######## sel_mux_pipe ########
$ cat config.mk
export PLATFORM = sky130hd
export DESIGN_NAME = sel_mux_pipe
export DESIGN_NICKNAME = d
export VERILOG_FILES = /design/src/rtl/sel_mux_pkg.sv /design/src/rtl/skid_reg2.sv /design/src/rtl/sel_mux_pipe.sv
export SDC_FILE = /design/constraint.sdc
export NUM_CORES = 1
export LEC_CHECK = 0
export CAP_MARGIN = 0
export CORE_ASPECT_RATIO = 2
export CORE_UTILIZATION = 45
export CTS_BUF_LIST = sky130_fd_sc_hd__clkbuf_4 sky130_fd_sc_hd__clkbuf_8
export DETAILED_ROUTE_END_ITERATION = 8
export PLACE_DENSITY_LB_ADDON = 0.1
export RECOVER_POWER = 25
export SLEW_MARGIN = 20
export SYNTH_ARGS = -nofsm -noshare
export SYNTH_HDL_FRONTEND = slang
export SYNTH_SLANG_ARGS = --single-unit
$ cat constraint.sdc
create_clock -name clk -period 2.43 [get_ports clk]
set_clock_uncertainty 0.2 [all_clocks]
set_input_delay 0.486 -clock clk [delete_from_list [all_inputs] [get_ports clk]]
set_output_delay 0.486 -clock clk [all_outputs]
set_load 0.01 [all_outputs]
$ cat src/rtl/sel_mux_pkg.sv
// Shared types and constants for the sel_mux_pipe selector stage and its skid buffer.
package sel_mux_pkg;

  localparam int SEL_MUX_DEF_N = 3;
  localparam int SEL_MUX_DEF_W = 32;
  localparam int SEL_MUX_CNT_W = 16;

  typedef enum logic [1:0] {
    OCC_EMPTY = 2'd0,
    OCC_ONE   = 2'd1,
    OCC_TWO   = 2'd2
  } occ_e;

endpackage

$ cat src/rtl/skid_reg2.sv
// Generic W-bit 2-entry skid buffer: primary drives the output, skid catches one beat
// during a stall so in_ready can stay a pure register.
module skid_reg2
  import sel_mux_pkg::*;
#(
  parameter int W = SEL_MUX_DEF_W
) (
  input  logic         clk,
  input  logic         rst_n,
  input  logic         flush,
  input  logic [W-1:0] in_data,
  input  logic         in_valid,
  output logic         in_ready,
  output logic [W-1:0] out_data,
  output logic         out_valid,
  input  logic         out_ready
);

  occ_e         state, state_nxt;
  logic [W-1:0] prim, skid;
  logic         acc, tak;
  logic         ld_prim, ld_skid, from_skid;

  assign acc       = in_valid && in_ready;
  assign tak       = out_valid && out_ready;
  assign out_valid = (state != OCC_EMPTY);
  assign out_data  = prim;

  always_comb begin
    state_nxt = state;
    ld_prim   = 1'b0;
    ld_skid   = 1'b0;
    from_skid = 1'b0;
    if (flush) begin
      state_nxt = OCC_EMPTY;
    end else begin
      case (state)
        OCC_EMPTY: if (acc) begin
          state_nxt = OCC_ONE;
          ld_prim   = 1'b1;
        end
        OCC_ONE: begin
          if (acc && !tak) begin
            state_nxt = OCC_TWO;
            ld_skid   = 1'b1;
          end else if (acc && tak) begin
            ld_prim   = 1'b1;
          end else if (tak) begin
            state_nxt = OCC_EMPTY;
          end
        end
        OCC_TWO: if (tak) begin
          // in_ready is low here, so no new beat can compete with the skid entry
          state_nxt = OCC_ONE;
          ld_prim   = 1'b1;
          from_skid = 1'b1;
        end
        default: state_nxt = OCC_EMPTY;
      endcase
    end
  end

  // Data words are only loaded, never cleared by flush; validity lives in state alone.
  always_ff @(posedge clk or negedge rst_n) begin
    if (!rst_n) begin
      state    <= OCC_EMPTY;
      prim     <= '0;
      skid     <= '0;
      in_ready <= 1'b1;
    end else begin
      state    <= state_nxt;
      in_ready <= (state_nxt != OCC_TWO);
      if (ld_prim) prim <= from_skid ? skid : in_data;
      if (ld_skid) skid <= in_data;
    end
  end

endmodule

$ cat src/rtl/sel_mux_pipe.sv
// N-way W-bit registered selector with valid/ready, skid buffer and flush.
// Optional out-of-range select checker enabled by defining SEL_MUX_PIPE_CHK_EN.
module sel_mux_pipe
  import sel_mux_pkg::*;
#(
  parameter int N = SEL_MUX_DEF_N,
  parameter int W = SEL_MUX_DEF_W,
  localparam int SEL_W = (N > 2) ? $clog2(N) : 1
) (
  input  logic             clk,
  input  logic             rst_n,
  input  logic [N*W-1:0]   in_data,
  input  logic [SEL_W-1:0] sel,
  input  logic             in_valid,
  output logic             in_ready,
  input  logic             flush,
  output logic [W-1:0]     out_data,
  output logic             out_valid,
  input  logic             out_ready
`ifdef SEL_MUX_PIPE_CHK_EN
  , output logic                     bad_sel
  , output logic [SEL_MUX_CNT_W-1:0] bad_cnt
`endif
);

  logic [W-1:0] sel_word;

  // Out-of-range selects fall through to source 0.
  always_comb begin
    sel_word = in_data[W-1:0];
    for (int k = 1; k < N; k++)
      if (sel == SEL_W'(k)) sel_word = in_data[k*W +: W];
  end

  skid_reg2 #(.W(W)) u_skid (
    .clk       (clk),
    .rst_n     (rst_n),
    .flush     (flush),
    .in_data   (sel_word),
    .in_valid  (in_valid),
    .in_ready  (in_ready),
    .out_data  (out_data),
    .out_valid (out_valid),
    .out_ready (out_ready)
  );

`ifdef SEL_MUX_PIPE_CHK_EN
  logic sel_oob, bad_hit;

  assign sel_oob = ({1'b0, sel} >= (SEL_W+1)'(N));
  // A beat offered during flush is dropped, so it does not count as accepted.
  assign bad_hit = in_valid && in_ready && !flush && sel_oob;

  always_ff @(posedge clk or negedge rst_n) begin
    if (!rst_n) begin
      bad_sel <= 1'b0;
      bad_cnt <= '0;
    end else if (bad_hit) begin
      bad_sel <= 1'b1;
      if (bad_cnt != '1) bad_cnt <= bad_cnt + 1'b1;
    end
  end
`endif

endmodule

Fig. 1: sel_mux_pipe, met1 routing
The bar under the picture is 20 um long.
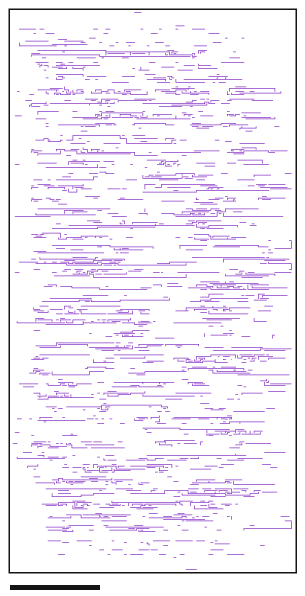
543 nets have wire on it. The layer carries 3540 um of wire.
Final Routed Wirelength: 9230 um
met1 global-route usage: 28.49%
routed vias: 3338

==> flow_summary.toml <==
# implementation run metrics
[run_status]
status = "finished clean"

[placed_design]
place_worst_setup_slack_ns = -0.008273

[flow_run]
maxCapViolations = 0

[yosys]
synth.net_count = 473
topCellsByArea = "sky130_fd_sc_hd__dfrtp_1, sky130_fd_sc_hd__o31ai_2, sky130_fd_sc_hd__nor2_1, sky130_fd_sc_hd__nand2_1, sky130_fd_sc_hd__or3_1"
post_synth_instance_area_sq_mm = 0.003430
area_share_top_type_pct = 48.16
ys_cells = 370
synth.top_cells.by_count = "sky130_fd_sc_hd__nor2_1, sky130_fd_sc_hd__dfrtp_1, sky130_fd_sc_hd__nand2_1"
postSynth.topFlopCell = "sky130_fd_sc_hd__dfrtp_1"

[sta]
setup_violations = 0
grt_setup_unrepaired = "false"
final-hold-violation-count = 0
finalCriticalPeriod_ns = 2.304
finalMaxSlewViolations = 0

[cells_and_area]
number_of_diodes_added_for_antenna_fixing = 0
drive_gt1_share_pct = 15.81

[clock_network]
insertion_delay_ns = 0.34
cts-hold-fix-buffers = 1
max-clock-path-buffers = 2
ctsHtreeMaxLevel = 3

[power]
peakVddDrop_v = 0.0004185
dominant_power_group = "sequential cells"
power.clock.fraction_pct = 22.7

[detailed_routing]
wl_per_cell_um = 14.96
drtIter0Drc = 128

[min_path]
min_to = "u_skid.skid[15]"

[floorplanning]
die.size.y_um = 125.5
[area by class of cell]
class                      instances  area [sq um]  share of cell area, %
clock buffer                      13         160.2                  3.022
multi-input combinational        274          1625                  30.67
sequential                        67          1678                  31.66
tap                               92         115.1                  2.172
timing repair buffer             171          1722                  32.48
[worst max-delay path, cell delays in order (launching register included)]
cell                              delay [ns]
sky130_fd_sc_hd__dfrtp_1                0.48
sky130_fd_sc_hd__or2_2                  0.33
sky130_fd_sc_hd__clkdlybuf4s50_1        0.47
[layer usage]
| metal | part of all wire [%] | track usage, % | vias to the layer above |
|---|---|---|---|
| li1 | - | - | 1637 |
| met1 | 38 | 28.49 | 1571 |
| met2 | 55 | 43.93 | 110 |
| met3 | 4.2 | 4.288 | 20 |
| met4 | 2.4 | 10.70 | 0 |
| met5 | 0 | 0 | - |
[cells by family (layout without fill, tap and decap cells)]
group	after synthesis	after routing	share of synthesized area, %
mux	1	1	0.2919
simple gates	173	173	22.25
buf+inv	29	184	4.232
flops	67	67	48.92
compound gates	98	98	23.79
xor+xnor	2	2	0.5109
[sequential cells by signal, indices dropped and copies added (netlist names)]
register         cells
u_skid.in_ready      1
u_skid.out_data     32
u_skid.skid         32
u_skid.state         2

######## prog_loader ########
--- config.mk ---
export PLATFORM = sky130hd
export DESIGN_NAME = prog_loader
export DESIGN_NICKNAME = d
export VERILOG_FILES = /design/src/rtl/prog_loader.sv
export SDC_FILE = /design/constraint.sdc
export NUM_CORES = 1
export LEC_CHECK = 0
export CORE_MARGIN = 2
export CORE_UTILIZATION = 56
export CTS_CLUSTER_DIAMETER = 100
export DETAILED_ROUTE_END_ITERATION = 8
export PLACE_DENSITY_LB_ADDON = 0.3
export SYNTH_ARGS = -nofsm -noshare
export SYNTH_HDL_FRONTEND = slang
export SYNTH_SLANG_ARGS = --single-unit
--- constraint.sdc ---
create_clock -name clk -period 3.1 [get_ports clk]
set_clock_uncertainty 0.2 [all_clocks]
set_input_delay 0.62 -clock clk [delete_from_list [all_inputs] [get_ports clk]]
set_output_delay 0.62 -clock clk [all_outputs]
set_load 0.01 [all_outputs]
--- src/rtl/prog_loader.sv ---
// prog_loader: strobe-driven program memory loader for the accumulator CPU.
// Captures up to DEPTH instruction bytes from slow asynchronous pins into a
// register-file program memory, serves combinational fetches, and holds the
// core in reset while a program is being loaded.
module prog_loader #(
  parameter int unsigned DEPTH = 16
) (
  input  logic       clk,
  input  logic       rst_n,
  input  logic       load_mode,
  input  logic       strobe,
  input  logic [7:0] data_in,
  input  logic [3:0] fetch_addr,
  output logic [7:0] instr,
  output logic       cpu_rst_n,
  output logic       running,
  output logic [4:0] count,
  output logic       overflow,
  output logic [7:0] checksum
);

  localparam logic [4:0] FULL = 5'(DEPTH);

  typedef enum logic [1:0] {
    IDLE = 2'd0,
    LOAD = 2'd1,
    RUN  = 2'd2
  } state_t;

  state_t      state_q, state_d;

  // synchroniser chains for the asynchronous pins
  logic        lm_s1_q, lm_s_q;
  logic        st_s1_q, st_s_q, st_d_q;

  logic [7:0]  mem_q [DEPTH];
  logic [4:0]  count_q;
  logic [7:0]  checksum_q;
  logic        overflow_q;
  logic        cpu_rst_n_q;

  logic        wr_pulse;
  logic        do_write;
  logic        do_ovf;
  logic        do_clear;
  logic        cpu_rst_n_d;

  // two-flop synchronisers plus strobe edge-detect delay flop
  always_ff @(posedge clk or negedge rst_n) begin
    if (!rst_n) begin
      lm_s1_q <= 1'b0;
      lm_s_q  <= 1'b0;
      st_s1_q <= 1'b0;
      st_s_q  <= 1'b0;
      st_d_q  <= 1'b0;
    end else begin
      lm_s1_q <= load_mode;
      lm_s_q  <= lm_s1_q;
      st_s1_q <= strobe;
      st_s_q  <= st_s1_q;
      st_d_q  <= st_s_q;
    end
  end

  // FSM state register
  always_ff @(posedge clk or negedge rst_n) begin
    if (!rst_n) begin
      state_q <= IDLE;
    end else begin
      state_q <= state_d;
    end
  end

  // FSM next-state logic
  always_comb begin
    state_d = state_q;
    case (state_q)
      IDLE:    state_d = lm_s_q ? LOAD : RUN;
      LOAD:    if (!lm_s_q) state_d = RUN;
      RUN:     if (lm_s_q)  state_d = LOAD;
      default: state_d = IDLE;
    endcase
  end

  // FSM outputs: write/overflow/clear strobes and next core-reset level
  always_comb begin
    wr_pulse    = st_s_q & ~st_d_q & (state_q == LOAD);
    do_write    = wr_pulse && (count_q < FULL);
    do_ovf      = wr_pulse && (count_q == FULL);
    // entering LOAD from anywhere else starts a fresh session
    do_clear    = (state_q != LOAD) && (state_d == LOAD);
    cpu_rst_n_d = (state_d == RUN);
  end

  // registered core reset, changes on the same edge as the state
  always_ff @(posedge clk or negedge rst_n) begin
    if (!rst_n) begin
      cpu_rst_n_q <= 1'b0;
    end else begin
      cpu_rst_n_q <= cpu_rst_n_d;
    end
  end

  // session counters: byte count, running checksum, overflow flag
  always_ff @(posedge clk or negedge rst_n) begin
    if (!rst_n) begin
      count_q    <= '0;
      checksum_q <= '0;
      overflow_q <= 1'b0;
    end else if (do_clear) begin
      count_q    <= '0;
      checksum_q <= '0;
      overflow_q <= 1'b0;
    end else if (do_write) begin
      count_q    <= count_q + 5'd1;
      checksum_q <= checksum_q + data_in;
    end else if (do_ovf) begin
      overflow_q <= 1'b1;
    end
  end

  // program memory: cleared by reset, retained across reloads
  always_ff @(posedge clk or negedge rst_n) begin
    if (!rst_n) begin
      for (int unsigned i = 0; i < DEPTH; i++) begin
        mem_q[i] <= '0;
      end
    end else if (do_write) begin
      mem_q[count_q[3:0]] <= data_in;
    end
  end

  assign instr     = mem_q[fetch_addr];
  assign cpu_rst_n = cpu_rst_n_q;
  assign running   = (state_q == RUN);
  assign count     = count_q;
  assign overflow  = overflow_q;
  assign checksum  = checksum_q;

endmodule

Fig. 2: prog_loader, met2 routing
The bar under the picture is 20 um long.
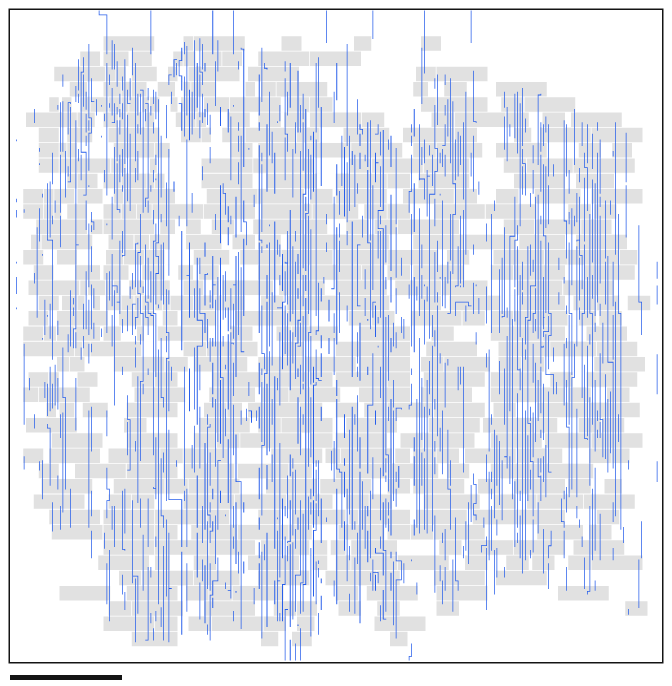
506 nets have wire on it. The wires run mostly vertical. The layer carries 7810 um of wire. The layer holds 49% of the routed length.
routed vias: 4169
GR Util met2: 42.07%
Final Routed Wirelength: 15860 um

==> flow_summary.toml <==
# implementation run metrics
[run_status]
status = "finished with violations"
failing_checks = "negative hold slack"

[cells_and_area]
design.seq.count = 150
max_reg_flops = 128
area.share.combinational_pct = 37.24
n_multi_input_combinational_cell = 271

[yosys]
synth_warnings = 0
syn_avg_cell_area_sq_um = 15.68
area_share_top_type_pct = 53.32
mux_area_share_pct = 33.59

[clock_network]
cts-hold-fix-buffers = 0
tritoncts_clock_tree = "built"
max-clock-path-buffers = 2
clock_sink_count = 150

[placed_design]
dpl.hpwl_um = 10090
dpl_cell_area_sq_mm = 0.007717

[setup_path]
timing.critical_path.from_type = "input pin"
worst_path_max_delay_cell = "sky130_fd_sc_hd__mux4_1"
crit_path_from = "fetch_addr[0]"
cp_num_cells = 5
timing.reg2reg.worst_path_depth = 5

[floorplanning]
core_area_sq_mm = 0.01216
floorplan.tapcells = 168

[power]
p_sw_share_pct = 22.46

[sta]
max_clock_freq_mhz = 324.6
hold_ws_ns = -0.001859
final-hold-violation-count = 2

[global_route]
grt_total_ovfl = 0
grt_antenna_before_repair = 0

[flow_run]
maxCapViolations = 0
Fig. 3: prog_loader, met1 routing
The bar under the picture is 20 um long.
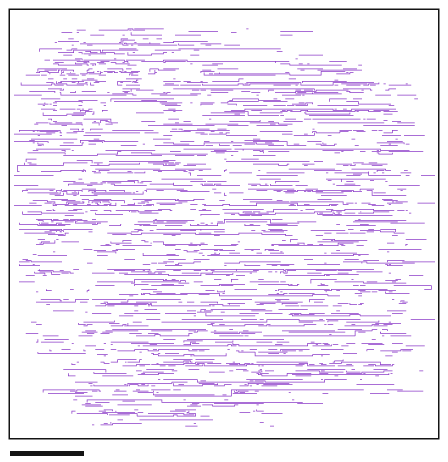
The wires run mostly horizontal. The longest straight run is 39.6 um. The layer carries 6890 um of wire. 500 nets have wire on it. The layer holds 43% of the routed length.
met1 global-route usage: 36.33%

==> through the flow <==
stage	instances	setup WS (ns)
2_1_floorplan	449	0.3269
3_3_place_gp	656	-0.3885
3_5_place_dp	656	-0.4150
4_1_cts	688	0.01304
5_1_grt	688	0.001861
6_report	688	0.01926
==> routing by layer <==
metal	track usage [%]	up-vias	part of all wire, %
met1	36.33	2222	43
met4	9.683	0	2.1
met5	0	-	0
met2	42.07	111	49
met3	6.746	26	5.2
li1	-	1810	-
==> placed cells by master, fill, tap and decap left out, types with 6 or more instances in the layout <==
cell and instances:
sky130_fd_sc_hd__dfrtp_1 150, sky130_fd_sc_hd__mux2_2 123, sky130_fd_sc_hd__mux4_2 36, sky130_fd_sc_hd__clkdlybuf4s50_1 28
sky130_fd_sc_hd__buf_4 18, sky130_fd_sc_hd__nand2_1 17, sky130_fd_sc_hd__clkbuf_16 17, sky130_fd_sc_hd__ha_1 11
sky130_fd_sc_hd__nand3_1 10, sky130_fd_sc_hd__dlygate4sd2_1 8, sky130_fd_sc_hd__a21oi_1 6, sky130_fd_sc_hd__nand3_2 6
sky130_fd_sc_hd__o21ai_0 6


==> notes/layouts.md <==
Pictures saved along the way, in no particular order.

Metal 4.
The bar under the picture is 20 um long.
image #1
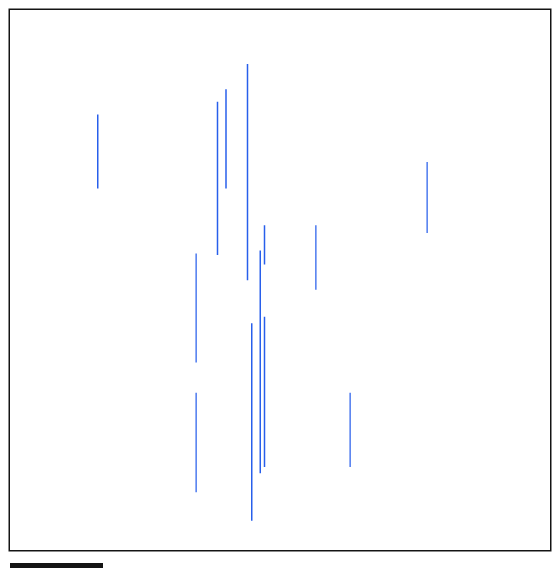
image #2
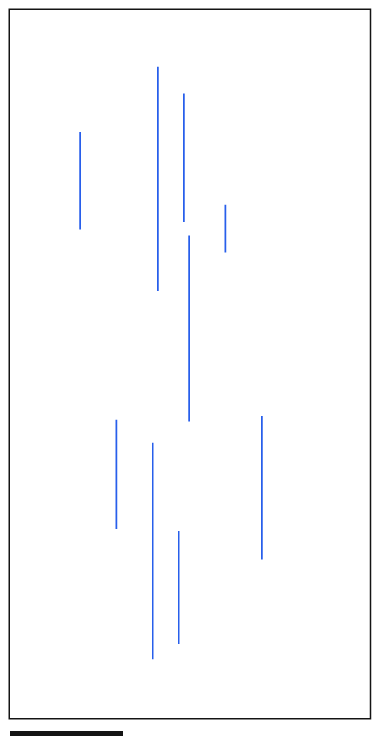
image #1: prog_loader
image #2: sel_mux_pipe

